=== block 1 ===
$ cat src/rtl/lynx_noc_pkg.sv
// lynx_noc_pkg: shared NoC widths and the flit record carried between sources and routers.
package lynx_noc_pkg;
  localparam int LYNX_WIDTH = 32;
  localparam int LYNX_N = 16;
  localparam int LYNX_NUM_VC = 2;
  localparam int LYNX_N_ADDR_WIDTH = $clog2(LYNX_N);
  localparam int LYNX_VC_ADDR_WIDTH = $clog2(LYNX_NUM_VC);
  typedef struct packed {
    logic [LYNX_WIDTH-1:0] data;
    logic [LYNX_N_ADDR_WIDTH-1:0] dest;
    logic [LYNX_VC_ADDR_WIDTH-1:0] vc;
  } flit_t;
endpackage

$ cat src/rtl/src_arb_fifo.sv
// src_arb_fifo: small synchronous flit FIFO with occupancy count and asynchronous active-low reset.
module src_arb_fifo
  import lynx_noc_pkg::*;
#(
  parameter type T = flit_t,
  parameter int DEPTH = 4
) (
  input  logic clk,
  input  logic rst,
  input  logic push,
  input  logic pop,
  input  T din,
  output T dout,
  output logic full,
  output logic empty,
  output logic [$clog2(DEPTH):0] count
);
  localparam int AW = $clog2(DEPTH);
  T mem [DEPTH];
  logic [AW:0] wr, rd;
  always_ff @(posedge clk or negedge rst) begin
    if (!rst) begin
      wr <= '0;
      rd <= '0;
    end else begin
      if (push && !full) wr <= wr + 1'b1;
      if (pop && !empty) rd <= rd + 1'b1;
    end
  end
  always_ff @(posedge clk) begin
    if (push && !full) mem[wr[AW-1:0]] <= din;
  end
  assign count = wr - rd;
  assign full = count == (AW+1)'(DEPTH);
  assign empty = count == '0;
  assign dout = mem[rd[AW-1:0]];
endmodule

$ cat src/rtl/src_port_arbiter.sv
// src_port_arbiter: weighted round-robin sharing of one router injection port; granted
// flits are buffered and re-issued under the ready-then-valid protocol.
module src_port_arbiter
  import lynx_noc_pkg::*;
#(
  parameter int NUM_REQ = 4,
  parameter int WIDTH = LYNX_WIDTH,
  parameter int N = LYNX_N,
  parameter int NUM_VC = LYNX_NUM_VC,
  parameter int N_ADDR_WIDTH = $clog2(N),
  parameter int VC_ADDR_WIDTH = $clog2(NUM_VC),
  parameter int FIFO_DEPTH = 4,
  parameter int BURST = 1
) (
  input  logic clk,
  input  logic rst,
  input  logic [NUM_REQ-1:0] req_in,
  output logic [NUM_REQ-1:0] ready_out,
  input  logic [NUM_REQ-1:0] valid_in,
  input  logic [NUM_REQ*WIDTH-1:0] data_in,
  input  logic [NUM_REQ*N_ADDR_WIDTH-1:0] dest_in,
  input  logic [NUM_REQ*VC_ADDR_WIDTH-1:0] vc_in,
  output logic [WIDTH-1:0] data_out,
  output logic [N_ADDR_WIDTH-1:0] dest_out,
  output logic [VC_ADDR_WIDTH-1:0] vc_out,
  output logic valid_out,
  input  logic ready_in,
  output logic err
);
  localparam int IW = NUM_REQ > 1 ? $clog2(NUM_REQ) : 1;
  localparam int CW = $clog2(FIFO_DEPTH);
  localparam int OW = CW + 2;
  localparam int BW = $clog2(BURST + 1);
  typedef struct packed {
    logic [WIDTH-1:0] data;
    logic [N_ADDR_WIDTH-1:0] dest;
    logic [VC_ADDR_WIDTH-1:0] vc;
  } flit_p_t;
  flit_p_t src [NUM_REQ];
  flit_p_t head;
  logic [IW-1:0] last, cap_idx, nxt, cand, gsel;
  logic [BW-1:0] bcnt;
  logic [CW:0] count;
  logic [OW-1:0] occ;
  logic inflight, stay, grant, push, pop, full, empty;
  for (genvar i = 0; i < NUM_REQ; i++) begin : g_src
    assign src[i] = {data_in[i*WIDTH +: WIDTH], dest_in[i*N_ADDR_WIDTH +: N_ADDR_WIDTH],
                     vc_in[i*VC_ADDR_WIDTH +: VC_ADDR_WIDTH]};
  end
  // Scan downward so the nearest requester after the last grant wins.
  always_comb begin
    nxt = last;
    cand = '0;
    for (int k = NUM_REQ; k >= 1; k--) begin
      cand = IW'((int'(last) + k) % NUM_REQ);
      if (req_in[cand]) nxt = cand;
    end
  end
  assign stay = req_in[last] && bcnt != '0 && bcnt < BW'(BURST);
  assign gsel = stay ? last : nxt;
  // Credit counts the grant on the wire and the flit being captured; pops are not credited.
  assign occ = OW'(count) + OW'(|ready_out) + OW'(inflight);
  assign grant = |req_in && occ < OW'(FIFO_DEPTH);
  assign push = inflight && valid_in[cap_idx] && !full;
  assign pop = ready_in && !empty;
  src_arb_fifo #(.T(flit_p_t), .DEPTH(FIFO_DEPTH)) u_fifo (
    .clk(clk), .rst(rst), .push(push), .pop(pop), .din(src[cap_idx]), .dout(head),
    .full(full), .empty(empty), .count(count)
  );
  always_ff @(posedge clk or negedge rst) begin
    if (!rst) begin
      ready_out <= '0;
      last <= IW'(NUM_REQ - 1);
      bcnt <= '0;
      inflight <= 1'b0;
      cap_idx <= '0;
      err <= 1'b0;
      valid_out <= 1'b0;
      data_out <= '0;
      dest_out <= '0;
      vc_out <= '0;
    end else begin
      ready_out <= '0;
      inflight <= |ready_out;
      cap_idx <= last;
      valid_out <= pop;
      if (inflight && !valid_in[cap_idx]) err <= 1'b1;
      if (pop) {data_out, dest_out, vc_out} <= head;
      if (grant) begin
        ready_out <= NUM_REQ'(1) << gsel;
        last <= gsel;
        bcnt <= stay ? bcnt + 1'b1 : BW'(1);
      end
    end
  end
endmodule

$ cat config.mk
export PLATFORM = sky130hd
export DESIGN_NAME = src_port_arbiter
export DESIGN_NICKNAME = d
export VERILOG_FILES = /design/src/rtl/lynx_noc_pkg.sv /design/src/rtl/src_arb_fifo.sv /design/src/rtl/src_port_arbiter.sv
export SDC_FILE = /design/constraint.sdc
export NUM_CORES = 1
export LEC_CHECK = 0
export ABC_AREA = 1
export CAP_MARGIN = 20
export CORE_AREA = 3 3 144 146
export CTS_CLUSTER_DIAMETER = 100
export DETAILED_ROUTE_END_ITERATION = 7
export DIE_AREA = 0 0 147 149
export HOLD_SLACK_MARGIN = 0.12
export PLACE_DENSITY = 0.76
export SETUP_SLACK_MARGIN = 0.3
export SYNTH_ARGS = -nofsm -noshare
export SYNTH_HDL_FRONTEND = slang
export SYNTH_HIERARCHICAL = 1
export SYNTH_SLANG_ARGS = --single-unit
$ cat constraint.sdc
create_clock -name clk -period 3.93 [get_ports clk]
set_input_delay 0.393 -clock clk [delete_from_list [all_inputs] [get_ports clk]]
set_output_delay 0.393 -clock clk [all_outputs]
set_load 0.01 [all_outputs]
=== block 2 ===
`config.mk`:
```
export PLATFORM = sky130hd
export DESIGN_NAME = spwm_gate_ctrl_flat
export DESIGN_NICKNAME = d
export VERILOG_FILES = /design/src/rtl/spwm_gate_ctrl_pkg.sv /design/src/rtl/spwm_gate_ctrl_if.sv /design/src/rtl/spwm_ref_scaler.sv /design/src/rtl/spwm_gate_ctrl.sv /design/src/flat_wrapper.sv
export SDC_FILE = /design/constraint.sdc
export NUM_CORES = 1
export LEC_CHECK = 0
export CORE_MARGIN = 2
export CORE_UTILIZATION = 58
export CTS_BUF_LIST = sky130_fd_sc_hd__clkbuf_4
export DETAILED_ROUTE_END_ITERATION = 16
export PLACE_DENSITY = 0.79
export SLEW_MARGIN = 30
export SYNTH_ARGS = -nofsm -noshare
export SYNTH_HDL_FRONTEND = slang
export SYNTH_SLANG_ARGS = --single-unit
```
`constraint.sdc`:
```
create_clock -name clk -period 11.5 [get_ports clk]
set_input_delay 1.15 -clock clk [delete_from_list [all_inputs] [get_ports clk]]
set_output_delay 1.15 -clock clk [all_outputs]
set_load 0.05 [all_outputs]
```
`src/rtl/spwm_gate_ctrl_pkg.sv`:
```
// Shared types and constants for the SPWM gate controller: gate FSM states,
// modulation-index scale and the internal datapath widths.
package spwm_pkg;

    typedef enum logic [2:0] {
        ST_IDLE,
        ST_DEAD_TO_HI,
        ST_HI,
        ST_DEAD_TO_LO,
        ST_LO
    } gate_state_t;

    // Modulation index is carried in tenths, so 10 means unity gain.
    localparam int MA_SCALE   = 10;
    localparam int DEAD_CNT_W = 10;

    function automatic int prod_width(input int w);
        return w + 8;
    endfunction

    function automatic logic is_dead(input gate_state_t s);
        return (s == ST_DEAD_TO_HI) || (s == ST_DEAD_TO_LO);
    endfunction

endpackage

```
`src/rtl/spwm_gate_ctrl_if.sv`:
```
// Modulation-index configuration channel: the master offers an index in
// tenths with cfg_valid, the controller accepts it when cfg_ready is high.
interface spwm_gate_ctrl_if;

    logic       cfg_valid;
    logic [7:0] cfg_ma;
    logic       cfg_ready;

    modport master (output cfg_valid, output cfg_ma, input cfg_ready);
    modport slave  (input cfg_valid, input cfg_ma, output cfg_ready);

endinterface

```
`src/rtl/spwm_ref_scaler.sv`:
```
// Combinational reference scaling: ref_in * ma / 10, saturated to the
// carrier range. The parent registers the result at a carrier valley.
module spwm_ref_scaler
    import spwm_pkg::*;
#(
    parameter int W = 16
) (
    input  logic [W-1:0] ref_in,
    input  logic [7:0]   ma,
    output logic [W-1:0] scaled
);

    localparam int PW = prod_width(W);

    logic [PW-1:0] product;
    logic [PW-1:0] quotient;

    assign product  = PW'(ref_in) * PW'(ma);
    assign quotient = product / PW'(MA_SCALE);

    // Any bit above the carrier width means the scaled value overshoots full scale.
    assign scaled = (|quotient[PW-1:W]) ? {W{1'b1}} : quotient[W-1:0];

endmodule

```
`src/rtl/spwm_gate_ctrl.sv`:
```
// One inverter leg: compares the scaled reference against the triangular
// carrier and drives complementary gates with dead time. Build option
// SPWM_FAULT_EN adds a latched fault input that forces both gates off.
module spwm_gate_ctrl
    import spwm_pkg::*;
#(
    parameter int W           = 16,
    parameter int DEAD_CYCLES = 50,
    parameter int MA_DEFAULT  = 10,
    parameter int MA_MAX      = 20
) (
    input  logic             clk,
    input  logic             rst,
    input  logic             enable,
    input  logic [W-1:0]     carrier,
    input  logic             carrier_dir,
    input  logic [W-1:0]     ref_in,
`ifdef SPWM_FAULT_EN
    input  logic             fault,
    output logic             fault_latched,
`endif
    spwm_gate_ctrl_if.slave  cfg,
    output logic [7:0]       ma_active,
    output logic             sample_strobe,
    output logic             gate_hi,
    output logic             gate_lo
);

    logic                  dir_q;
    logic                  valley;
    logic                  demand_q;
    logic                  pending_valid;
    logic [7:0]            pending_ma;
    logic [7:0]            ma_next;
    logic [7:0]            cfg_ma_clamped;
    logic [W-1:0]          ref_q;
    logic [W-1:0]          scaled;
    logic                  kill;
    gate_state_t           state;
    gate_state_t           state_next;
    logic [DEAD_CNT_W-1:0] dead_cnt;

    assign valley         = dir_q & ~carrier_dir;
    assign ma_next        = pending_valid ? pending_ma : ma_active;
    assign cfg_ma_clamped = (cfg.cfg_ma > 8'(MA_MAX)) ? 8'(MA_MAX) : cfg.cfg_ma;
    assign cfg.cfg_ready  = ~pending_valid;

`ifdef SPWM_FAULT_EN
    always_ff @(posedge clk or posedge rst) begin
        if (rst) begin
            fault_latched <= 1'b0;
        end else if (fault) begin
            fault_latched <= 1'b1;
        end
    end

    assign kill = ~enable | fault | fault_latched;
`else
    assign kill = ~enable;
`endif

    spwm_ref_scaler #(.W(W)) u_scaler (
        .ref_in (ref_in),
        .ma     (ma_next),
        .scaled (scaled)
    );

    // A transfer can only happen while nothing is pending, so it never collides
    // with the valley consuming the pending index; an index accepted on a valley
    // waits for the next one.
    always_ff @(posedge clk or posedge rst) begin
        if (rst) begin
            dir_q         <= 1'b0;
            sample_strobe <= 1'b0;
            demand_q      <= 1'b0;
            ref_q         <= '0;
            ma_active     <= 8'(MA_DEFAULT);
            pending_valid <= 1'b0;
            pending_ma    <= '0;
        end else begin
            dir_q         <= carrier_dir;
            sample_strobe <= valley;
            demand_q      <= (ref_q > carrier);
            if (valley) begin
                ma_active <= ma_next;
                ref_q     <= scaled;
            end
            if (valley && pending_valid) begin
                pending_valid <= 1'b0;
            end else if (cfg.cfg_valid && !pending_valid) begin
                pending_valid <= 1'b1;
                pending_ma    <= cfg_ma_clamped;
            end
        end
    end

    always_comb begin
        state_next = state;
        if (kill) begin
            state_next = ST_IDLE;
        end else begin
            case (state)
                ST_IDLE:       state_next = ST_DEAD_TO_LO;
                ST_LO:         if (demand_q)  state_next = ST_DEAD_TO_HI;
                ST_HI:         if (!demand_q) state_next = ST_DEAD_TO_LO;
                ST_DEAD_TO_HI,
                ST_DEAD_TO_LO: if (dead_cnt == DEAD_CNT_W'(1))
                                   state_next = demand_q ? ST_HI : ST_LO;
                default:       state_next = ST_IDLE;
            endcase
        end
    end

    // Gates are decoded from the next state so they change on the same edge as the FSM.
    always_ff @(posedge clk or posedge rst) begin
        if (rst) begin
            state    <= ST_IDLE;
            dead_cnt <= '0;
            gate_hi  <= 1'b0;
            gate_lo  <= 1'b0;
        end else begin
            state   <= state_next;
            gate_hi <= (state_next == ST_HI);
            gate_lo <= (state_next == ST_LO);
            if (is_dead(state_next) && !is_dead(state)) begin
                dead_cnt <= DEAD_CNT_W'(DEAD_CYCLES);
            end else if (is_dead(state)) begin
                dead_cnt <= dead_cnt - DEAD_CNT_W'(1);
            end
        end
    end

endmodule
```
`src/flat_wrapper.sv`:
```
// flat-port wrapper written by rule: the top's interface ports become plain ports
module spwm_gate_ctrl_flat import spwm_pkg::*;
#(
    parameter int W           = 16,
    parameter int DEAD_CYCLES = 50,
    parameter int MA_DEFAULT  = 10,
    parameter int MA_MAX      = 20
)
  (clk, rst, enable, carrier, carrier_dir, ref_in, ma_active, sample_strobe, gate_hi, gate_lo, cfg_cfg_valid, cfg_cfg_ma, cfg_cfg_ready);
  spwm_gate_ctrl_if cfg_i ();
  input  logic clk;
  input  logic rst;
  input  logic enable;
  input  logic [W-1:0] carrier;
  input  logic carrier_dir;
  input  logic [W-1:0] ref_in;
  output logic [7:0] ma_active;
  output logic sample_strobe;
  output logic gate_hi;
  output logic gate_lo;
  input wire logic [$bits(cfg_i.cfg_valid)-1:0] cfg_cfg_valid;
  input wire logic [$bits(cfg_i.cfg_ma)-1:0] cfg_cfg_ma;
  output wire logic [$bits(cfg_i.cfg_ready)-1:0] cfg_cfg_ready;
  assign cfg_i.cfg_valid = cfg_cfg_valid;
  assign cfg_i.cfg_ma = cfg_cfg_ma;
  assign cfg_cfg_ready = cfg_i.cfg_ready;
  spwm_gate_ctrl #(.W(W), .DEAD_CYCLES(DEAD_CYCLES), .MA_DEFAULT(MA_DEFAULT), .MA_MAX(MA_MAX)) u_core (.clk(clk), .rst(rst), .enable(enable), .carrier(carrier), .carrier_dir(carrier_dir), .ref_in(ref_in), .cfg(cfg_i), .ma_active(ma_active), .sample_strobe(sample_strobe), .gate_hi(gate_hi), .gate_lo(gate_lo));
endmodule
```
Figure 1. Nets reached from selected ports (block 1).
Drawn at 3 px/um.
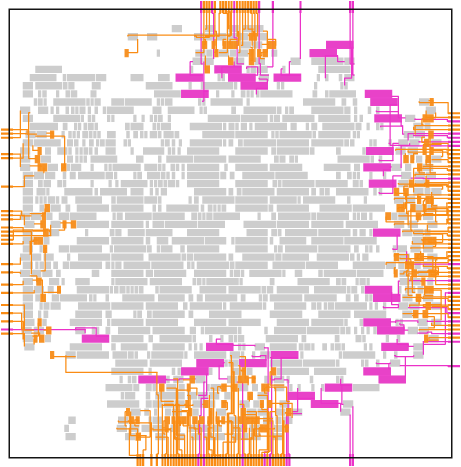
magenta -> data_out  # direction output, end cells 32, buffers 32, wire 1010 um
orange -> data_in  # direction input, end cells 128, buffers 128, wire 2580 um

Figure 2. Clock wires, drivers and flops (block 1).
Drawn at 2 px/um.
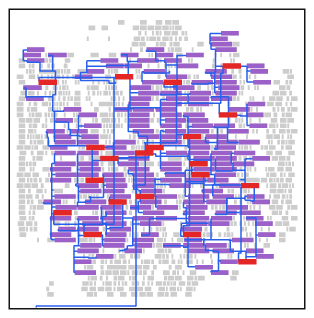
blue -> clock wires  # length 2130 um
red -> clock-net drivers  # count 20
purple -> flip-flops  # count 202
routed clock nets = 21

==> results.toml, block 1 <==
# yosys + openroad results
[clock_network]
postCtsSetupRepairBufs = 0
clockBufferDepth = 3

[floorplanning]
ios = 202

[synthesis]
top_cell = "nand2_1"
async_reset_ff_frac = 0.267
ys.flop_type = "edfxtp_1"
ys_cells = 877

[finish]
largest_reg_flops = 148
comb_area_frac = 0.234
nClkBuffers = 28

[setup_path]
cp_common_cell = "inv_1"
path_depth = 11
crit_start = "u_fifo/wr[0]"
crit_path_start_kind = "register"

[placement]
dpl.cell_count = 1300

[global_routing]
grt.met2_usage = 0.367

[timing]
skew_ns = 0.0228
min_period_ns = 3.33

[routing]
drc = 0
wl_met3_um = 1550

[run_status]
outcome = "completed"
Figure 3. Nets reached from selected ports (block 2).
Drawn at 3 px/um.
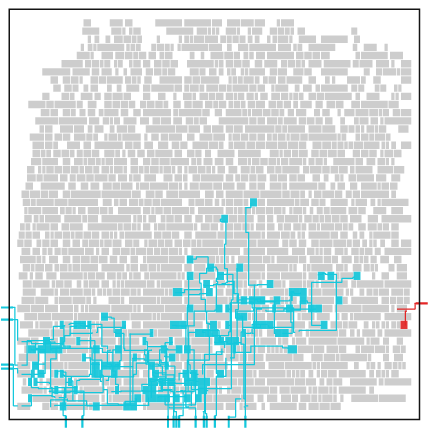
cyan -> ref_in  # direction input, end cells 127, buffers 37, wire 1890 um
red -> rst  # direction input, end cells 1, buffers 1, wire 13.8 um

Figure 4. Placement view (block 2).
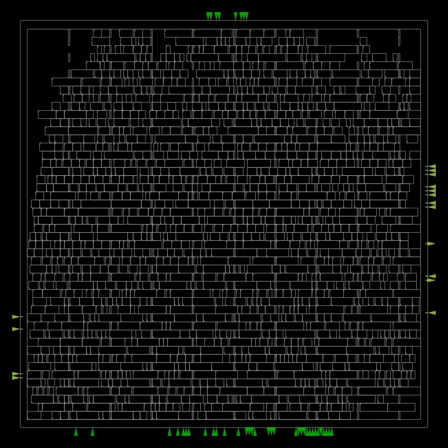
post-layout util: 0.833
fin cells: 1809
Fillers: 938
Seq area share: 0.0895
Cell Rows: 48

==> results.toml, block 2 <==
# yosys + openroad results
[timing]
tightest_slew_ns = 1.09
finalHoldViolCount = 0
setup_ws_ns = -0.515
tns_ns = -0.802
setup_viol = 3

[global_routing]
grt_pass1_wl_um = 51000

[floorplanning]
tap_cells = 225

[routing]
num_vias = 12073
wl_met3_um = 3130
drt-initial-drc-count = 1155

[run]
cap_violations = 0

[placement]
pre_cts_slack_ns = -1.13
gp_congestion = 0.942

[min_path]
hold_class = "register to register"
worstHoldPathCells = 2
whs_endpoint = "u_core.ma_active[1]"

[finish]
n_all_buffers = 372
final_nets = 1773
regArea_um2 = 1280
largest_class = "combinational gates"
top_register = "u_core.ref_q"
nClkBuffers = 5
drive_above_1_share = 0.344

[synthesis]
top_area_frac = 0.166
synth-edff-count = 0
async_reset_ff_frac = 1.00
synth_seq_share = 0.126
ys_ff = 51
synthesis.nets = 1443
synth_area_leader_cell = "fa_1"

[setup_path]
critical_path.top_delay_family = "AND-OR/OR-AND gates"
worst-setup-path-type = "primary input to register"
crit_path_start_kind = "primary input"
crit_start = "ref_in[2]"

[clock_network]
cts_resized = 57
hold_buffers = 0

[run_status]
violations = "negative setup slack"
outcome = "finished, violations left"

=== block 3 ===
$ cat config.mk
export PLATFORM = sky130hd
export DESIGN_NAME = bitwise_logic_pipe
export DESIGN_NICKNAME = d
export VERILOG_FILES = /design/src/rtl/bitwise_logic_pipe.sv
export SDC_FILE = /design/constraint.sdc
export NUM_CORES = 1
export LEC_CHECK = 0
export CAP_MARGIN = 20
export CELL_PAD_IN_SITES_DETAIL_PLACEMENT = 0
export CELL_PAD_IN_SITES_GLOBAL_PLACEMENT = 1
export CORE_AREA = 8 8 141 143
export DETAILED_ROUTE_END_ITERATION = 16
export DIE_AREA = 0 0 149 151
export GPL_TIMING_DRIVEN = 0
export PLACE_DENSITY_LB_ADDON = 0.1
export SYNTH_ARGS = -nofsm -noshare
export SYNTH_HDL_FRONTEND = slang
export SYNTH_SLANG_ARGS = --single-unit
$ cat constraint.sdc
create_clock -name clock -period 1.95 [get_ports clock]
set_clock_uncertainty 0.05 [all_clocks]
set_input_delay 0.4875 -clock clock [delete_from_list [all_inputs] [get_ports clock]]
set_output_delay 0.4875 -clock clock [all_outputs]
set_load 0.02 [all_outputs]
$ cat src/rtl/bitwise_logic_pipe.sv
// Two-stage valid/ready pipeline for eight bitwise operations on WIDTH-bit operands.
// Each operation carries a tag through the pipe unchanged. Results leave the pipe with
// zero and parity flags and an illegal-opcode flag. A wrapping counter tracks how many
// results have been handed to the consumer.
module bitwise_logic_pipe #(
  parameter int WIDTH = 32,
  parameter int TAG_W = 5,
  parameter int CNT_W = 16
) (
  input  logic             clock,
  input  logic             reset,
  input  logic             in_valid,
  output logic             in_ready,
  input  logic [3:0]       in_op,
  input  logic [WIDTH-1:0] in_a,
  input  logic [WIDTH-1:0] in_b,
  input  logic [TAG_W-1:0] in_tag,
  output logic             out_valid,
  input  logic             out_ready,
  output logic [WIDTH-1:0] out_result,
  output logic [TAG_W-1:0] out_tag,
  output logic             out_zero,
  output logic             out_parity,
  output logic             out_illegal,
  output logic [CNT_W-1:0] retired
);

  logic             s1_v_q, s1_v_d;
  logic [WIDTH-1:0] s1_result_q, s1_result_d;
  logic [TAG_W-1:0] s1_tag_q, s1_tag_d;
  logic             s1_illegal_q, s1_illegal_d;

  logic             s2_v_q, s2_v_d;
  logic [WIDTH-1:0] s2_result_q, s2_result_d;
  logic [TAG_W-1:0] s2_tag_q, s2_tag_d;
  logic             s2_illegal_q, s2_illegal_d;
  logic             s2_zero_q, s2_zero_d;
  logic             s2_parity_q, s2_parity_d;

  logic [CNT_W-1:0] retired_q, retired_d;

  logic [WIDTH-1:0] op_result;
  logic             op_illegal;
  logic             adv2;
  logic             s2_load;
  logic             accept;

  // Decode the opcode and compute the bitwise result; opcodes 8..15 produce zero and flag illegal
  always_comb begin
    op_result  = '0;
    op_illegal = 1'b0;
    case (in_op)
      4'd0:    op_result = in_a & in_b;
      4'd1:    op_result = in_a | in_b;
      4'd2:    op_result = in_a ^ in_b;
      4'd3:    op_result = ~(in_a | in_b);
      4'd4:    op_result = in_a & ~in_b;
      4'd5:    op_result = in_a | ~in_b;
      4'd6:    op_result = ~(in_a ^ in_b);
      4'd7:    op_result = in_a;
      default: op_illegal = 1'b1;
    endcase
  end

  // Handshake control: S2 refills whenever it is empty or draining, and S1 may accept whenever it can hand off
  always_comb begin
    adv2     = s2_v_q & out_ready;
    s2_load  = ~s2_v_q | adv2;
    in_ready = ~s1_v_q | s2_load;
    accept   = in_valid & in_ready;
  end

  // Stage 1 captures a new operation on accept and empties when its content moves on to S2
  always_comb begin
    s1_v_d       = accept | (s1_v_q & ~s2_load);
    s1_result_d  = s1_result_q;
    s1_tag_d     = s1_tag_q;
    s1_illegal_d = s1_illegal_q;
    if (accept) begin
      s1_result_d  = op_result;
      s1_tag_d     = in_tag;
      s1_illegal_d = op_illegal;
    end
  end

  // Stage 2 takes S1 contents plus the derived flags, and holds everything while the consumer stalls
  always_comb begin
    s2_v_d       = s2_load ? s1_v_q : s2_v_q;
    s2_result_d  = s2_result_q;
    s2_tag_d     = s2_tag_q;
    s2_illegal_d = s2_illegal_q;
    s2_zero_d    = s2_zero_q;
    s2_parity_d  = s2_parity_q;
    if (s2_load && s1_v_q) begin
      s2_result_d  = s1_result_q;
      s2_tag_d     = s1_tag_q;
      s2_illegal_d = s1_illegal_q;
      s2_zero_d    = ~(|s1_result_q);
      s2_parity_d  = ^s1_result_q;
    end
  end

  // Count every output handshake, wrapping naturally at the counter width
  always_comb begin
    retired_d = retired_q + CNT_W'(adv2);
  end

  // State registers; reset clears validity and data so outputs are deterministic
  always_ff @(posedge clock) begin
    if (reset) begin
      s1_v_q       <= 1'b0;
      s1_result_q  <= '0;
      s1_tag_q     <= '0;
      s1_illegal_q <= 1'b0;
      s2_v_q       <= 1'b0;
      s2_result_q  <= '0;
      s2_tag_q     <= '0;
      s2_illegal_q <= 1'b0;
      s2_zero_q    <= 1'b0;
      s2_parity_q  <= 1'b0;
      retired_q    <= '0;
    end else begin
      s1_v_q       <= s1_v_d;
      s1_result_q  <= s1_result_d;
      s1_tag_q     <= s1_tag_d;
      s1_illegal_q <= s1_illegal_d;
      s2_v_q       <= s2_v_d;
      s2_result_q  <= s2_result_d;
      s2_tag_q     <= s2_tag_d;
      s2_illegal_q <= s2_illegal_d;
      s2_zero_q    <= s2_zero_d;
      s2_parity_q  <= s2_parity_d;
      retired_q    <= retired_d;
    end
  end

  assign out_valid   = s2_v_q;
  assign out_result  = s2_result_q;
  assign out_tag     = s2_tag_q;
  assign out_zero    = s2_zero_q;
  assign out_parity  = s2_parity_q;
  assign out_illegal = s2_illegal_q;
  assign retired     = retired_q;

endmodule

=== block 4 ===
$ cat config.mk
export PLATFORM = sky130hd
export DESIGN_NAME = fixed_pair_aligner
export DESIGN_NICKNAME = d
export VERILOG_FILES = /design/src/rtl/fixed_pair_aligner.sv
export SDC_FILE = /design/constraint.sdc
export NUM_CORES = 1
export LEC_CHECK = 0
export CAP_MARGIN = 0
export CORE_MARGIN = 5
export CORE_UTILIZATION = 40
export CTS_BUF_LIST = sky130_fd_sc_hd__clkbuf_16
export CTS_CLUSTER_DIAMETER = 50
export CTS_CLUSTER_SIZE = 30
export DETAILED_ROUTE_END_ITERATION = 10
export GPL_ROUTABILITY_DRIVEN = 0
export SYNTH_ARGS = -nofsm -noshare
export SYNTH_HDL_FRONTEND = slang
export SYNTH_SLANG_ARGS = --single-unit
$ cat constraint.sdc
create_clock -name clk -period 4.6 [get_ports clk]
set_input_delay 1.15 -clock clk [delete_from_list [all_inputs] [get_ports clk]]
set_output_delay 1.15 -clock clk [all_outputs]
set_load 0.01 [all_outputs]
$ cat src/rtl/fixed_pair_aligner.sv
`default_nettype none
// ============================================================================
// Module   : fixed_pair_aligner
// Brief    : Buffers two fixed-point operand streams and emits them as strictly
//            paired beats, flushing the tail of the longer vector on mismatch.
// Revision : 1.0 - initial release
// ============================================================================
module fixed_pair_aligner #(
    parameter int WI1   = 4,
    parameter int WF1   = 8,
    parameter int WI2   = 3,
    parameter int WF2   = 5,
    parameter int DEPTH = 8
) (
    input  logic                      clk,
    input  logic                      reset,
    input  logic signed [WI1+WF1-1:0] s_A_data,
    input  logic                      s_A_valid,
    output logic                      s_A_ready,
    input  logic                      s_A_last,
    input  logic signed [WI2+WF2-1:0] s_B_data,
    input  logic                      s_B_valid,
    output logic                      s_B_ready,
    input  logic                      s_B_last,
    output logic signed [WI1+WF1-1:0] A_data,
    output logic                      A_valid,
    input  logic                      A_ready,
    output logic                      A_last,
    output logic signed [WI2+WF2-1:0] B_data,
    output logic                      B_valid,
    input  logic                      B_ready,
    output logic                      B_last,
    output logic                      mismatch,
    output logic                      mismatch_sticky,
    output logic [$clog2(DEPTH):0]    A_count,
    output logic [$clog2(DEPTH):0]    B_count
);
    localparam int c_WA = WI1 + WF1;
    localparam int c_WB = WI2 + WF2;
    localparam int c_AW = $clog2(DEPTH);
    localparam int c_CW = c_AW + 1;
    localparam logic [c_CW-1:0] c_FULL = c_CW'(DEPTH);

    typedef enum logic [1:0] {
        S_PAIR    = 2'd0,
        S_FLUSH_A = 2'd1,
        S_FLUSH_B = 2'd2
    } state_t;

    state_t          r_state;
    logic            r_sticky;

    // Each FIFO entry is {last, data}
    logic [c_WA:0]   r_a_mem [DEPTH];
    logic [c_AW-1:0] r_a_wr;
    logic [c_AW-1:0] r_a_rd;
    logic [c_CW-1:0] r_a_count;
    logic [c_WB:0]   r_b_mem [DEPTH];
    logic [c_AW-1:0] r_b_wr;
    logic [c_AW-1:0] r_b_rd;
    logic [c_CW-1:0] r_b_count;

    logic            w_a_empty;
    logic            w_a_full;
    logic            w_a_push;
    logic            w_a_pop;
    logic [c_WA:0]   w_a_head;
    logic            w_b_empty;
    logic            w_b_full;
    logic            w_b_push;
    logic            w_b_pop;
    logic [c_WB:0]   w_b_head;
    logic            w_pair_valid;
    logic            w_pair_pop;
    logic            w_mismatch;
    logic            w_last;

    assign w_a_empty = (r_a_count == '0);
    assign w_a_full  = (r_a_count == c_FULL);
    assign w_a_head  = r_a_mem[r_a_rd];
    assign w_b_empty = (r_b_count == '0);
    assign w_b_full  = (r_b_count == c_FULL);
    assign w_b_head  = r_b_mem[r_b_rd];

    assign s_A_ready = !reset && !w_a_full;
    assign s_B_ready = !reset && !w_b_full;
    assign w_a_push  = s_A_valid && s_A_ready;
    assign w_b_push  = s_B_valid && s_B_ready;

    // Pairing is gated by reset so nothing is presented or popped in the reset cycle
    assign w_pair_valid = !reset && (r_state == S_PAIR) && !w_a_empty && !w_b_empty;
    assign w_pair_pop   = w_pair_valid && A_ready && B_ready;
    assign w_a_pop      = w_pair_pop || (!reset && (r_state == S_FLUSH_A) && !w_a_empty);
    assign w_b_pop      = w_pair_pop || (!reset && (r_state == S_FLUSH_B) && !w_b_empty);
    assign w_mismatch   = w_pair_pop && (w_a_head[c_WA] != w_b_head[c_WB]);
    assign w_last       = w_pair_valid && (w_a_head[c_WA] || w_b_head[c_WB]);

    assign A_valid         = w_pair_valid;
    assign B_valid         = w_pair_valid;
    assign A_data          = w_pair_valid ? w_a_head[c_WA-1:0] : '0;
    assign B_data          = w_pair_valid ? w_b_head[c_WB-1:0] : '0;
    assign A_last          = w_last;
    assign B_last          = w_last;
    assign mismatch        = w_mismatch;
    assign mismatch_sticky = r_sticky;
    assign A_count         = r_a_count;
    assign B_count         = r_b_count;

    always_ff @(posedge clk) begin
        if (w_a_push) begin
            r_a_mem[r_a_wr] <= {s_A_last, s_A_data};
        end
        if (w_b_push) begin
            r_b_mem[r_b_wr] <= {s_B_last, s_B_data};
        end
    end

    always_ff @(posedge clk) begin
        if (reset) begin
            r_a_wr    <= '0;
            r_a_rd    <= '0;
            r_a_count <= '0;
            r_b_wr    <= '0;
            r_b_rd    <= '0;
            r_b_count <= '0;
        end else begin
            if (w_a_push) begin
                r_a_wr <= r_a_wr + c_AW'(1);
            end
            if (w_a_pop) begin
                r_a_rd <= r_a_rd + c_AW'(1);
            end
            if (w_b_push) begin
                r_b_wr <= r_b_wr + c_AW'(1);
            end
            if (w_b_pop) begin
                r_b_rd <= r_b_rd + c_AW'(1);
            end
            r_a_count <= r_a_count + c_CW'(w_a_push) - c_CW'(w_a_pop);
            r_b_count <= r_b_count + c_CW'(w_b_push) - c_CW'(w_b_pop);
        end
    end

    // The channel whose head was not last still holds the rest of its vector
    always_ff @(posedge clk) begin
        if (reset) begin
            r_state  <= S_PAIR;
            r_sticky <= 1'b0;
        end else begin
            case (r_state)
                S_PAIR: begin
                    if (w_mismatch) begin
                        r_sticky <= 1'b1;
                        r_state  <= w_a_head[c_WA] ? S_FLUSH_B : S_FLUSH_A;
                    end
                end
                S_FLUSH_A: begin
                    if (w_a_pop && w_a_head[c_WA]) begin
                        r_state <= S_PAIR;
                    end
                end
                S_FLUSH_B: begin
                    if (w_b_pop && w_b_head[c_WB]) begin
                        r_state <= S_PAIR;
                    end
                end
                default: r_state <= S_PAIR;
            endcase
        end
    end

endmodule
`default_nettype wire
=== block 5 ===
<file path="src/rtl/router_alloc_pkg.sv">
// Shared types and helpers for the NoC router output-port switch allocator.
package router_alloc_pkg;

  typedef enum logic {
    ALLOC_IDLE,
    ALLOC_LOCKED
  } alloc_state_e;

  // Modulo increment that works for any n, power of two or not.
  function automatic int next_ptr(input int idx, input int n);
    return (idx + 1 >= n) ? 0 : idx + 1;
  endfunction

endpackage

</file>
<file path="src/rtl/router_output_allocator_rr_arbiter.sv">
// Combinational round-robin arbiter: one-hot grant to the first request at or
// after ptr, scanning cyclically. Shared with the local-port shim.
module rr_arbiter #(
  parameter int NUM_REQ   = 5,
  parameter int PTR_WIDTH = (NUM_REQ > 1) ? $clog2(NUM_REQ) : 1
) (
  input  logic [NUM_REQ-1:0]   req,
  input  logic [PTR_WIDTH-1:0] ptr,
  output logic [NUM_REQ-1:0]   grant
);

  logic                 found;
  int                   slot;
  logic [PTR_WIDTH-1:0] idx;

  // NOTE: every variable gets a default before the loop, so no latch is inferred.
  always_comb begin
    grant = '0;
    found = 1'b0;
    slot  = 0;
    idx   = '0;
    for (int k = 0; k < NUM_REQ; k++) begin
      slot = int'(ptr) + k;
      if (slot >= NUM_REQ) slot = slot - NUM_REQ;
      idx = PTR_WIDTH'(slot);
      if (!found && req[idx]) begin
        grant[idx] = 1'b1;
        found      = 1'b1;
      end
    end
  end

endmodule

</file>
<file path="src/rtl/router_output_allocator.sv">
// Per-output-port switch allocator: round-robin arbitration, wormhole lock and
// downstream credit tracking. Define ROUTER_ALLOC_STATS_EN for packet/stall counters.
module router_output_allocator
  import router_alloc_pkg::*;
#(
  parameter int NUM_INPUTS        = 5,
  parameter int FLIT_BUFFER_DEPTH = 8,
  parameter int CREDIT_WIDTH      = $clog2(FLIT_BUFFER_DEPTH + 1),
  parameter int PORT_WIDTH        = $clog2(NUM_INPUTS)
) (
  input  logic                    clk_noc,
  input  logic                    rst_noc,
  input  logic [NUM_INPUTS-1:0]   req,
  input  logic [NUM_INPUTS-1:0]   req_is_tail,
  input  logic [NUM_INPUTS-1:0]   turn_disable,
  input  logic                    credit_in,
  output logic [NUM_INPUTS-1:0]   grant,
  output logic [NUM_INPUTS-1:0]   sel_out,
  output logic                    send_out,
  output logic                    tail_out,
  output logic                    locked,
  output logic [PORT_WIDTH-1:0]   owner,
  output logic [CREDIT_WIDTH-1:0] credit_count,
  output logic                    credit_err
`ifdef ROUTER_ALLOC_STATS_EN
  ,
  output logic [31:0]             stat_pkts,
  output logic [31:0]             stat_stalls
`endif
);

  localparam logic [CREDIT_WIDTH-1:0] CREDIT_MAX = CREDIT_WIDTH'(FLIT_BUFFER_DEPTH);
  localparam logic [CREDIT_WIDTH-1:0] CREDIT_ONE = CREDIT_WIDTH'(1);

  alloc_state_e          state, state_next;
  logic [PORT_WIDTH-1:0] ptr, ptr_next, owner_next, win_idx;
  logic [NUM_INPUTS-1:0] elig, arb_grant;
  logic                  credit_ok, any_grant, grant_tail;

  assign elig      = req & ~turn_disable;
  assign credit_ok = (credit_count != '0);
  assign locked    = (state == ALLOC_LOCKED);

  rr_arbiter #(
    .NUM_REQ   (NUM_INPUTS),
    .PTR_WIDTH (PORT_WIDTH)
  ) u_arb (
    .req   (elig),
    .ptr   (ptr),
    .grant (arb_grant)
  );

  always_comb begin
    win_idx = '0;
    for (int i = 0; i < NUM_INPUTS; i++)
      if (arb_grant[i]) win_idx = PORT_WIDTH'(i);
  end

  always_comb begin
    state_next = state;
    ptr_next   = ptr;
    owner_next = owner;
    grant      = '0;
    case (state)
      ALLOC_IDLE: begin
        if (credit_ok && |arb_grant) begin
          grant = arb_grant;
          if (req_is_tail[win_idx]) begin
            ptr_next = PORT_WIDTH'(next_ptr(int'(win_idx), NUM_INPUTS));
          end else begin
            state_next = ALLOC_LOCKED;
            owner_next = win_idx;
          end
        end
      end
      ALLOC_LOCKED: begin
        // Only the owner may advance; turn_disable no longer matters mid-packet.
        if (credit_ok && req[owner]) begin
          grant[owner] = 1'b1;
          if (req_is_tail[owner]) begin
            state_next = ALLOC_IDLE;
            owner_next = '0;
            ptr_next   = PORT_WIDTH'(next_ptr(int'(owner), NUM_INPUTS));
          end
        end
      end
      default: state_next = ALLOC_IDLE;
    endcase
  end

  assign any_grant  = |grant;
  assign grant_tail = |(grant & req_is_tail);

  // NOTE: sequential state uses non-blocking assignments so every register samples pre-edge values.
  always_ff @(posedge clk_noc or posedge rst_noc) begin
    if (rst_noc) begin
      state        <= ALLOC_IDLE;
      ptr          <= '0;
      owner        <= '0;
      credit_count <= CREDIT_MAX;
      credit_err   <= 1'b0;
      sel_out      <= '0;
      send_out     <= 1'b0;
      tail_out     <= 1'b0;
    end else begin
      state    <= state_next;
      ptr      <= ptr_next;
      owner    <= owner_next;
      sel_out  <= grant;
      send_out <= any_grant;
      tail_out <= grant_tail;
      case ({any_grant, credit_in})
        2'b10: credit_count <= credit_count - CREDIT_ONE;
        2'b01: begin
          if (credit_count == CREDIT_MAX) credit_err <= 1'b1;
          else                            credit_count <= credit_count + CREDIT_ONE;
        end
        default: ;
      endcase
    end
  end

`ifdef ROUTER_ALLOC_STATS_EN
  logic stall;

  assign stall = !credit_ok && (locked ? req[owner] : |elig);

  always_ff @(posedge clk_noc or posedge rst_noc) begin
    if (rst_noc) begin
      stat_pkts   <= '0;
      stat_stalls <= '0;
    end else begin
      if (grant_tail) stat_pkts   <= stat_pkts + 32'd1;
      if (stall)      stat_stalls <= stat_stalls + 32'd1;
    end
  end
`endif

endmodule
</file>
<file path="config.mk">
export PLATFORM = sky130hd
export DESIGN_NAME = router_output_allocator
export DESIGN_NICKNAME = d
export VERILOG_FILES = /design/src/rtl/router_alloc_pkg.sv /design/src/rtl/router_output_allocator_rr_arbiter.sv /design/src/rtl/router_output_allocator.sv
export SDC_FILE = /design/constraint.sdc
export NUM_CORES = 1
export LEC_CHECK = 0
export CAP_MARGIN = 20
export CELL_PAD_IN_SITES_DETAIL_PLACEMENT = 2
export CELL_PAD_IN_SITES_GLOBAL_PLACEMENT = 2
export CORE_MARGIN = 2
export CORE_UTILIZATION = 33
export DETAILED_ROUTE_END_ITERATION = 7
export HOLD_SLACK_MARGIN = 0.1
export PLACE_DENSITY = 0.79
export SYNTH_ARGS = -nofsm -noshare
export SYNTH_HDL_FRONTEND = slang
export SYNTH_HIERARCHICAL = 1
export SYNTH_SLANG_ARGS = --single-unit
</file>
<file path="constraint.sdc">
create_clock -name clk_noc -period 6.75 [get_ports clk_noc]
set_input_delay 1.35 -clock clk_noc [delete_from_list [all_inputs] [get_ports clk_noc]]
set_output_delay 1.35 -clock clk_noc [all_outputs]
set_load 0.01 [all_outputs]
</file>
=== block 6 ===
$ cat src/rtl/ase_pcie_ss_pkg.sv
`default_nettype none
// ============================================================================
// Module : ase_pcie_ss_pkg
// Brief  : Shared PCIe SS emulation types, limits and completion-split helper.
// Rev    : 1.0  initial release
// ============================================================================
package ase_pcie_ss_pkg;

  typedef struct packed {
    int addr_w;
    int tag_w;
    int max_tags;
    int max_rd_req_bytes;
    int rcb_bytes;
    int cpl_chunk_bytes;
  } t_ase_pcie_ss_param_cfg;

  localparam t_ase_pcie_ss_param_cfg c_ase_pcie_ss_default_cfg = '{
    addr_w:           64,
    tag_w:            10,
    max_tags:         512,
    max_rd_req_bytes: 4096,
    rcb_bytes:        64,
    cpl_chunk_bytes:  256
  };

  localparam int PCIE_SS_MAX_BYTE_COUNT = 4096;
  localparam int c_pcie_ss_desc_tag_w   = 10;

  typedef struct packed {
    logic [c_pcie_ss_desc_tag_w-1:0] tag;
    logic [6:0]                      lower_addr;
    logic [11:0]                     byte_count;
    logic [9:0]                      length_dw;
    logic                            last;
  } t_ase_pcie_ss_cpl_desc;

  // Bytes carried by the next completion: stop at the next chunk-aligned
  // address or at the end of the request, whichever comes first.
  function automatic logic [12:0] ase_pcie_ss_cpl_chunk(
    input logic [12:0] addr_low,
    input logic [12:0] remaining,
    input logic [12:0] chunk_bytes
  );
    logic [12:0] offset;
    logic [12:0] to_boundary;
    offset      = addr_low & (chunk_bytes - 13'd1);
    to_boundary = chunk_bytes - offset;
    return (remaining < to_boundary) ? remaining : to_boundary;
  endfunction

endpackage
`default_nettype wire

$ cat src/rtl/ase_pcie_ss_rd_cpl_splitter.sv
`default_nettype none
// ============================================================================
// Module : ase_pcie_ss_rd_cpl_splitter
// Brief  : Splits one DMA read request into ordered CplD header descriptors.
// Rev    : 1.0  initial release
// ============================================================================
module ase_pcie_ss_rd_cpl_splitter
  import ase_pcie_ss_pkg::*;
#(
  parameter int ADDR_W           = c_ase_pcie_ss_default_cfg.addr_w,
  parameter int TAG_W            = c_ase_pcie_ss_default_cfg.tag_w,
  parameter int MAX_TAGS         = c_ase_pcie_ss_default_cfg.max_tags,
  parameter int MAX_RD_REQ_BYTES = c_ase_pcie_ss_default_cfg.max_rd_req_bytes,
  parameter int RCB_BYTES        = c_ase_pcie_ss_default_cfg.rcb_bytes,
  parameter int CPL_CHUNK_BYTES  = c_ase_pcie_ss_default_cfg.cpl_chunk_bytes
) (
  input  logic              clk,
  input  logic              rst_n,
  input  logic              req_valid,
  output logic              req_ready,
  input  logic [TAG_W-1:0]  req_tag,
  input  logic [ADDR_W-1:0] req_addr,
  input  logic [12:0]       req_len_bytes,
  output logic              cpl_valid,
  input  logic              cpl_ready,
  output logic [TAG_W-1:0]  cpl_tag,
  output logic [6:0]        cpl_lower_addr,
  output logic [11:0]       cpl_byte_count,
  output logic [9:0]        cpl_length_dw,
  output logic              cpl_last,
  output logic              err_pulse
);

  generate
    if (!(RCB_BYTES > 0 && CPL_CHUNK_BYTES >= RCB_BYTES &&
          (CPL_CHUNK_BYTES & (CPL_CHUNK_BYTES - 1)) == 0 &&
          (CPL_CHUNK_BYTES % RCB_BYTES) == 0 &&
          CPL_CHUNK_BYTES <= MAX_RD_REQ_BYTES &&
          MAX_RD_REQ_BYTES <= PCIE_SS_MAX_BYTE_COUNT &&
          TAG_W <= c_pcie_ss_desc_tag_w && ADDR_W >= 13 &&
          MAX_TAGS <= (1 << TAG_W))) begin : g_bad_cfg
      $error("ase_pcie_ss_rd_cpl_splitter: illegal parameter combination");
    end
  endgenerate

  localparam logic [12:0] c_chunk_bytes = 13'(CPL_CHUNK_BYTES);

  typedef enum logic [0:0] {
    ST_IDLE = 1'b0,
    ST_EMIT = 1'b1
  } t_state;

  t_state                r_state;
  logic                  r_cpl_valid;
  logic                  r_err_pulse;
  t_ase_pcie_ss_cpl_desc r_desc;
  logic [ADDR_W-1:0]     r_cur_addr;
  logic [12:0]           r_remaining;
  logic [12:0]           r_chunk;

  logic                            w_req_fire;
  logic                            w_cpl_fire;
  logic                            w_req_legal;
  logic                            w_load;
  logic                            w_advance;
  logic [ADDR_W-1:0]               w_nxt_addr;
  logic [12:0]                     w_nxt_rem;
  logic [12:0]                     w_nxt_chunk;
  logic [c_pcie_ss_desc_tag_w-1:0] w_nxt_tag;

  // A new request may ride on the final handshake of the current one.
  assign req_ready  = rst_n && ((r_state == ST_IDLE) || (w_cpl_fire && r_desc.last));
  assign w_req_fire = req_valid && req_ready;
  assign w_cpl_fire = r_cpl_valid && cpl_ready;

  assign w_req_legal = (int'(req_tag) < MAX_TAGS) &&
                       (req_len_bytes != 13'd0) &&
                       (int'(req_len_bytes) <= MAX_RD_REQ_BYTES) &&
                       (req_addr[1:0] == 2'b00) &&
                       (req_len_bytes[1:0] == 2'b00);

  assign w_load    = w_req_fire && w_req_legal;
  assign w_advance = (r_state == ST_EMIT) && w_cpl_fire && !r_desc.last;

  assign w_nxt_addr  = w_load ? req_addr : r_cur_addr + ADDR_W'(r_chunk);
  assign w_nxt_rem   = w_load ? req_len_bytes : r_remaining - r_chunk;
  assign w_nxt_tag   = w_load ? c_pcie_ss_desc_tag_w'(req_tag) : r_desc.tag;
  assign w_nxt_chunk = ase_pcie_ss_cpl_chunk(w_nxt_addr[12:0], w_nxt_rem, c_chunk_bytes);

  always_ff @(posedge clk or negedge rst_n) begin
    if (!rst_n) begin
      r_state     <= ST_IDLE;
      r_cpl_valid <= 1'b0;
      r_err_pulse <= 1'b0;
      r_desc      <= '0;
      r_cur_addr  <= '0;
      r_remaining <= '0;
      r_chunk     <= '0;
    end else begin
      r_err_pulse <= w_req_fire && !w_req_legal;
      if (w_load || w_advance) begin
        r_state     <= ST_EMIT;
        r_cpl_valid <= 1'b1;
        r_cur_addr  <= w_nxt_addr;
        r_remaining <= w_nxt_rem;
        r_chunk     <= w_nxt_chunk;
        r_desc      <= '{tag:        w_nxt_tag,
                         lower_addr: w_nxt_addr[6:0],
                         byte_count: w_nxt_rem[11:0],
                         length_dw:  10'(w_nxt_chunk >> 2),
                         last:       (w_nxt_chunk == w_nxt_rem)};
      end else if (w_cpl_fire) begin
        r_state     <= ST_IDLE;
        r_cpl_valid <= 1'b0;
      end
    end
  end

  assign cpl_valid      = r_cpl_valid;
  assign cpl_tag        = r_desc.tag[TAG_W-1:0];
  assign cpl_lower_addr = r_desc.lower_addr;
  assign cpl_byte_count = r_desc.byte_count;
  assign cpl_length_dw  = r_desc.length_dw;
  assign cpl_last       = r_desc.last;
  assign err_pulse      = r_err_pulse;

endmodule
`default_nettype wire

$ cat config.mk
export PLATFORM = sky130hd
export DESIGN_NAME = ase_pcie_ss_rd_cpl_splitter
export DESIGN_NICKNAME = d
export VERILOG_FILES = /design/src/rtl/ase_pcie_ss_pkg.sv /design/src/rtl/ase_pcie_ss_rd_cpl_splitter.sv
export SDC_FILE = /design/constraint.sdc
export NUM_CORES = 1
export LEC_CHECK = 0
export CORE_MARGIN = 4
export CORE_UTILIZATION = 36
export CTS_BUF_LIST = sky130_fd_sc_hd__clkbuf_8
export CTS_CLUSTER_DIAMETER = 200
export DETAILED_ROUTE_END_ITERATION = 10
export PLACE_DENSITY = 0.66
export REMOVE_ABC_BUFFERS = 1
export SLEW_MARGIN = 20
export SYNTH_ARGS = -nofsm -noshare
export SYNTH_HDL_FRONTEND = slang
export SYNTH_SLANG_ARGS = --single-unit
$ cat constraint.sdc
create_clock -name clk -period 13.6 [get_ports clk]
set_clock_uncertainty 0.1 [all_clocks]
set_input_delay 1.36 -clock clk [delete_from_list [all_inputs] [get_ports clk]]
set_output_delay 1.36 -clock clk [all_outputs]
set_load 0.01 [all_outputs]

==> gallery <==
Nets reached from selected ports.
shot_01.png
Drawn at 4 px/um.
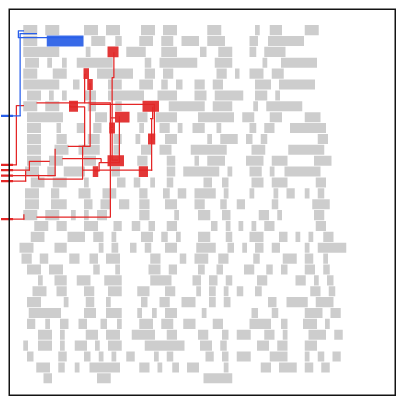
shot_02.png
Drawn at 3 px/um.
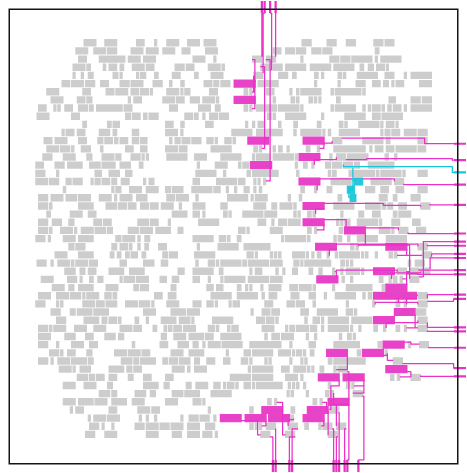
shot_03.png
Drawn at 4 px/um.
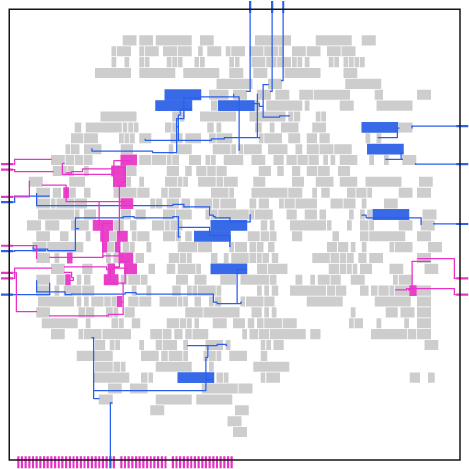
shot_04.png
Drawn at 3 px/um.
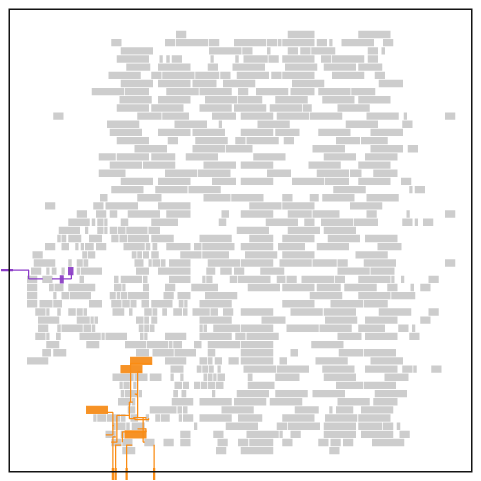
| picture | from |
|---|---|
| shot_02.png | block 3 |
| shot_01.png | block 5 |
| shot_04.png | block 4 |
| shot_03.png | block 6 |
The one with the fewest cells is shot_01.png.
The one with the smallest die is shot_01.png.

Figure 5. Placement view (block 6).
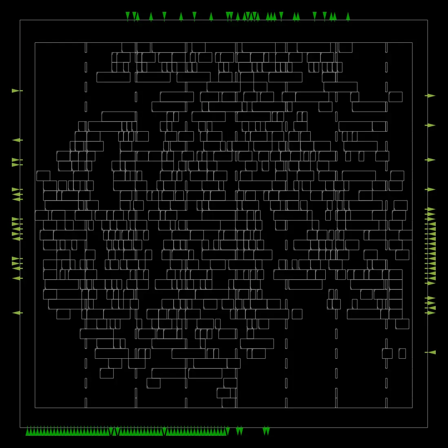
Cell Rows: 37
Fillers: 1058
seq_cells: 47
fin cells: 661
post-layout util: 0.449

==> results.toml, block 6 <==
# yosys + openroad results
[run_status]
outcome = "completed"

[routing]
drc = 0
drt-initial-drc-count = 162
top_layer = "met4"

[clock_network]
hold_buffers = 0
cts_inserted_buffers = 5
clockBufferDepth = 2
clock_sink_count = 47

[synthesis]
synthTopLogicFamily = "simple AND/OR/NAND/NOR gates"
yosys.area_share.xor_xnor = 0.0738
ys_cells = 478
synth_cells = 478
synth_area_leader_cell = "dfrtp_1"
top_cell = "nand2_1"
synthTopCellsByCount = "72 x nand2_1, 51 x nor2_1, 47 x dfrtp_1, 34 x a21oi_1, 30 x buf_4"
area_leaders = "dfrtp_1 30%, ha_1 8.9%, nand2_1 6.9%"
synth_area_um2 = 3920
ys_ff = 47

[global_routing]
grt_max_degree = 50
grt_pass1_vias = 3500
grt_overflow = 0

[min_path]
worstHoldPathCells = 2

[timing]
setup_viol = 0
timing.fmax_ghz = 0.157
tightest_slew_ns = 0.981

[setup_path]
cp_data_required_time_ns = 13.72
critPathBufInv = 3
crit_path_start_kind = "primary input"
crit_start = "rst_n"

[finish]
n_all_inverters = 29
comb_cells = 359
nClkBuffers = 5
n_all_buffers = 82

[floorplanning]
fp_util = 0.374
die_width_um = 112
ios = 134

[placement]
port-buffer-count = 77
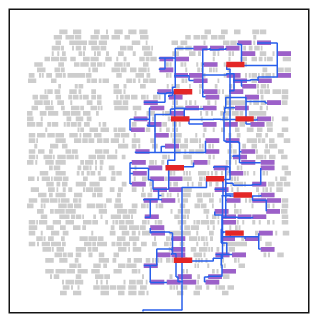
Figure 6: block 3, clock wires, drivers and flops.
Drawn at 2 px/um.
red -> clock-net drivers  # count 9
blue -> clock wires  # length 1190 um
purple -> flip-flops  # count 96
routed clock nets = 10

Figure 7. Placement view (block 3).
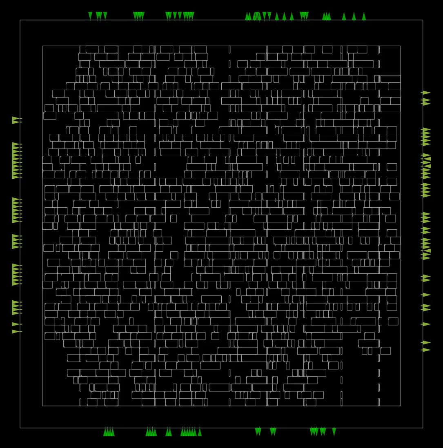
Fillers: 1763
fin cells: 1198
post-layout util: 0.514

==> results.toml, block 3 <==
# yosys + openroad results
[run_status]
outcome = "completed"

[setup_path]
rrSetupSlack_ns = 0.20
critical_path.top_delay_family = "buffers and inverters"
critPathSlowestCell = "clkdlybuf4s50_1"
critPathBufInv = 2
worst-setup-path-type = "primary input to output pin"
cp_data_required_time_ns = 1.41
cp_data_arrival_time_ns = 1.39

[routing]
top_layer = "met4"
vias_per_cell = 5.22
detail-route-antenna-nets = 0
drt-initial-drc-count = 299
num_vias = 6252

[min_path]
worstHoldStart = "s1_tag_q[2]"

[synthesis]
yosys.area_share.xor_xnor = 0.0931
synth_cells = 823
area_leaders = "dfxtp_1 28%, ha_1 15%, xnor2_1 7.5%"
synth_cell_types = 40
simple_gate_area_frac = 0.134
ys_sh_mux = 0

[global_routing]
grtUsageTotal = 0.178
grt_pass1_wl_um = 32200
antenna_found_initial = 0
use_met1 = 0.240
grt_pass1_vias = 6010

[finish]
comb_cells = 565
syn2layout_area_growth_pct = 34.0
final_nets = 1123
regArea_um2 = 1920
n_all_inverters = 98
largest_class = "combinational gates"
drive_above_1_share = 0.132

[timing]
setup_viol = 0
whs_ns = 0.401
tightest_slew_ns = 0.715
min_period_ns = 1.93
finalHoldViolCount = 0
rsz0062_at_grt = "true"

[placement]
pre_cts_slack_ns = -0.752
dpl.cell_count = 1184
port-buffer-count = 132
place_hpwl_um = 15800

[clock_network]
cts_root_buffer = "clkbuf_16"
postCtsSetupRepairBufs = 0
clkTransAtPathRegs_ns = 0.07
cts_tree = "done"
hold_buffers = 0

[floorplanning]
tap_cells = 229
die_width_um = 149

[run]
warning_count = 59
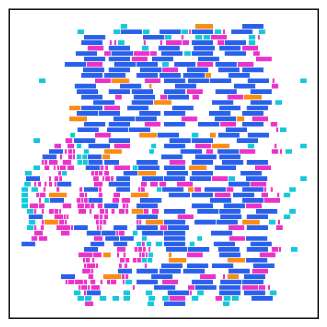
Figure 8: block 4, placement by cell class.
Drawn at 2 px/um.
orange -> clock drivers and dummy loads  # cells 29
blue -> registers  # cells 205
magenta -> remaining logic cells  # cells 240
cyan -> remaining buffers and delay cells  # cells 85

==> results.toml, block 4 <==
# yosys + openroad results
[synthesis]
synth_cell_types = 44
top_area_frac = 0.640
ys_sh_mux = 0.146
synth-compound-area-share = 0.0267
simple_gate_area_frac = 0.0535
yosys.area_share.xor_xnor = 0.00636
yosys_warnings = 0
synth_cells = 469
yosysChipArea_um2 = 8260
area_leaders = "edfxtp_1 64%, mux4_2 11%, dfxtp_1 7.0%"
adder_share = 0.0306

[clock_network]
clockBufferDepth = 3
cts_tree = "done"
postCtsSetupRepairBufs = 0
cts_root_buffer = "clkbuf_16"
cts_inserted_buffers = 17

[setup_path]
critPathCapture = "B_last"
cp_common_cell = "clkdlybuf4s50_1"
cp_slowest_stage_delay_ns = 0.70
end_kind = "output pin"
rrSetupSlack_ns = 1.96

[finish]
fin_area_um2 = 9850
largest_class = "flip-flops and latches"
nClkBuffers = 17
layout_top_cells = "176 x edfxtp_1, 63 x clkdlybuf4s50_1, 43 x nor2_1"
top_register = "r_a_mem"
largest_reg_flops = 104
drive_above_1_share = 0.188
combGateArea_um2 = 2200
regArea_um2 = 5870

[routing]
drt_wl_total_um = 15900
first_pass_iters = 4
wl_met2_um = 7770
drc = 0
top_layer = "met4"
detail-route-antenna-nets = 0
wl_per_cell_um = 19.1
vias_per_cell = 5.12

[global_routing]
grt.met2_usage = 0.226
grt_pass1_vias = 4477
antenna_found_initial = 0

[min_path]
whs_endpoint = "mismatch_sticky"
hold_class = "register to register"
worstHoldPathCells = 2

[floorplanning]
die_h_um = 154

[timing]
slew_headroom = 0.488
setup_viol = 0
rsz0062_at_grt = "false"
timing.fmax_ghz = 0.224

[placement]
dpl.cell_count = 800
pre_cts_slack_ns = 0.0990

[run_status]
outcome = "completed"
Figure 9. Placement view (block 5).
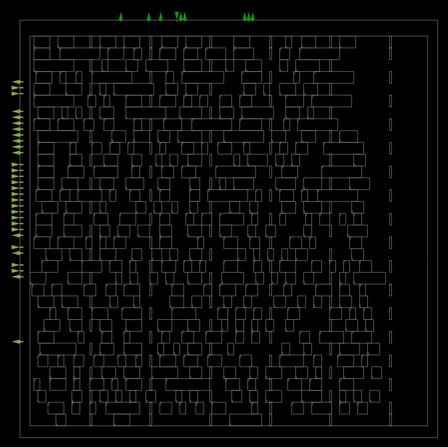
Seq area share: 0.142
Fillers: 932
fin cells: 485

Figure 10. Placement by cell class (block 5).
Drawn at 3 px/um.
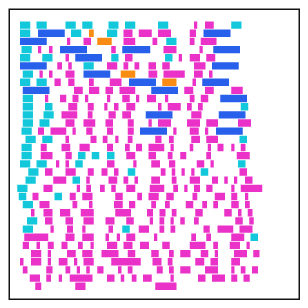
cyan -> remaining buffers and delay cells  # cells 55
orange -> clock drivers and dummy loads  # cells 4
magenta -> remaining logic cells  # cells 302
blue -> registers  # cells 19

==> results.toml, block 5 <==
# yosys + openroad results
[synthesis]
synthesis.nets = 377
yosys.area_share.xor_xnor = 0.00625
top_area_frac = 0.161
ys.flop_type = "dfrtp_1"
synth_area_um2 = 2800
synth_cells = 344
synth_seq_share = 0.170
simple_gate_area_frac = 0.264
yosys_warnings = 6
ys_sh_mux = 0.100
synth-compound-area-share = 0.307

[setup_path]
r2r_start = "ptr[0]"
critPathBufInv = 2
worst-setup-path-type = "primary input to output pin"
crit_start = "req[0]"
worstReg2RegEnd = "credit_count[2]"
end_kind = "output pin"
crit_path_start_kind = "primary input"
cp_data_arrival_time_ns = 5.10

[routing]
detail-route-antenna-nets = 0
vias_per_cell = 6.09
drt_wl_total_um = 10600
wl_per_cell_um = 21.8
first_pass_iters = 5

[finish]
flop-count = 19
final_common_cell = "clkdlybuf4s50_1"
nonClkBufAreaFrac = 0.152
clk_share = 0.0138
top_register = "sel_out"
comb_area_frac = 0.630
largest_reg_flops = 5

[global_routing]
grt.met2_usage = 0.385
grtUsageTotal = 0.241
use_met1 = 0.352
use_met3 = 0.0352

[min_path]
whs_endpoint = "credit_err"
hold_class = "register to register"

[placement]
pre_cts_slack_ns = 0.319
place_hpwl_um = 8420

[run_status]
outcome = "completed"

[clock_network]
h-tree-depth = 1
clock_sink_count = 19
clk_latency_ns = 0.26

[timing]
fin_crit_sh = 0.955
slew_headroom = 0.429
tns_ns = 0
tightest_slew_ns = 0.850
rsz0062_at_grt = "false"

[floorplanning]
coreArea_um2 = 8220
die-area_um2 = 9250


==> screenshots <==
Sequential cells coloured by netlist name.
Plate I
Drawn at 2 px/um. Other sequential cells in the stronger grey, the rest of the logic in the fainter grey.
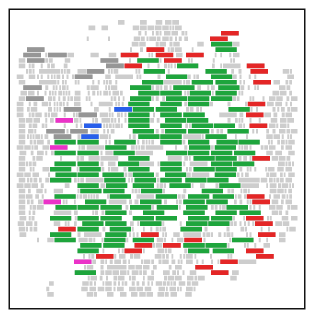
Plate II
Drawn at 3 px/um. Other sequential cells in the stronger grey, the rest of the logic in the fainter grey.
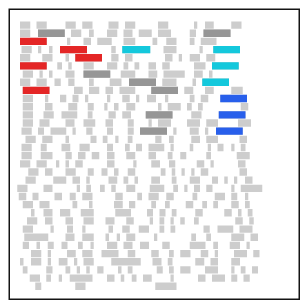
Plate III
Drawn at 2 px/um. Other sequential cells in the stronger grey, the rest of the logic in the fainter grey.
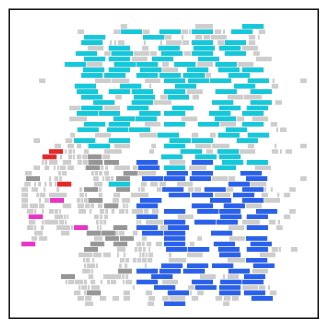
Plate IV
Drawn at 2 px/um. Other sequential cells in the stronger grey, the rest of the logic in the fainter grey.
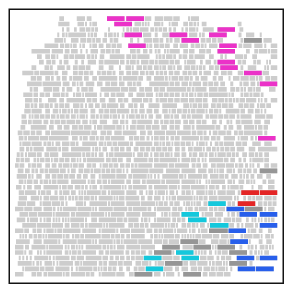
Plate V
Drawn at 2 px/um. Other sequential cells in the stronger grey, the rest of the logic in the fainter grey.
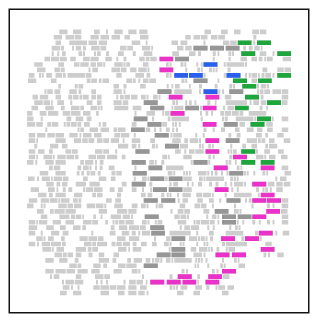
Plate VI
Drawn at 2 px/um. Other sequential cells in the stronger grey, the rest of the logic in the fainter grey.
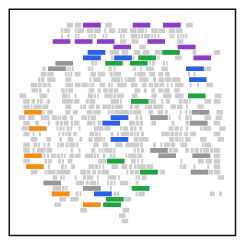
- Plate III = block 4
- Plate IV = block 2
- Plate II = block 5
- Plate V = block 3
- Plate VI = block 6
- Plate I = block 1
- fewest cells: Plate II
- smallest die: Plate II

Key to Plate II:
blue -> ptr  # placed flops 3
red -> sel_out  # placed flops 5, where north-west
cyan -> credit_count  # placed flops 4, where north-east


==> notes/layouts.md <==
Pictures saved along the way, in no particular order.

Placement by cell class.
Drawn at 2 px/um.
panel A
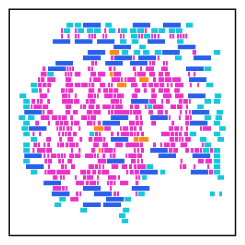
panel B
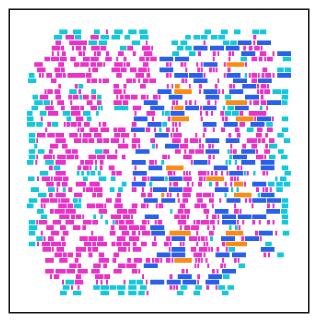
panel C
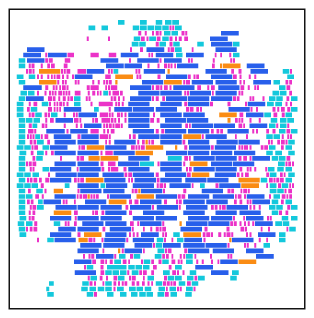
panel D
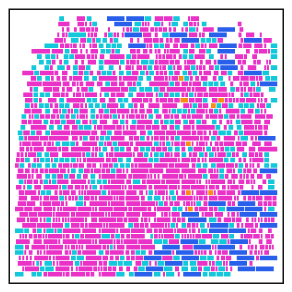
panel C -> block 1
panel D -> block 2
panel B -> block 3
panel A -> block 6

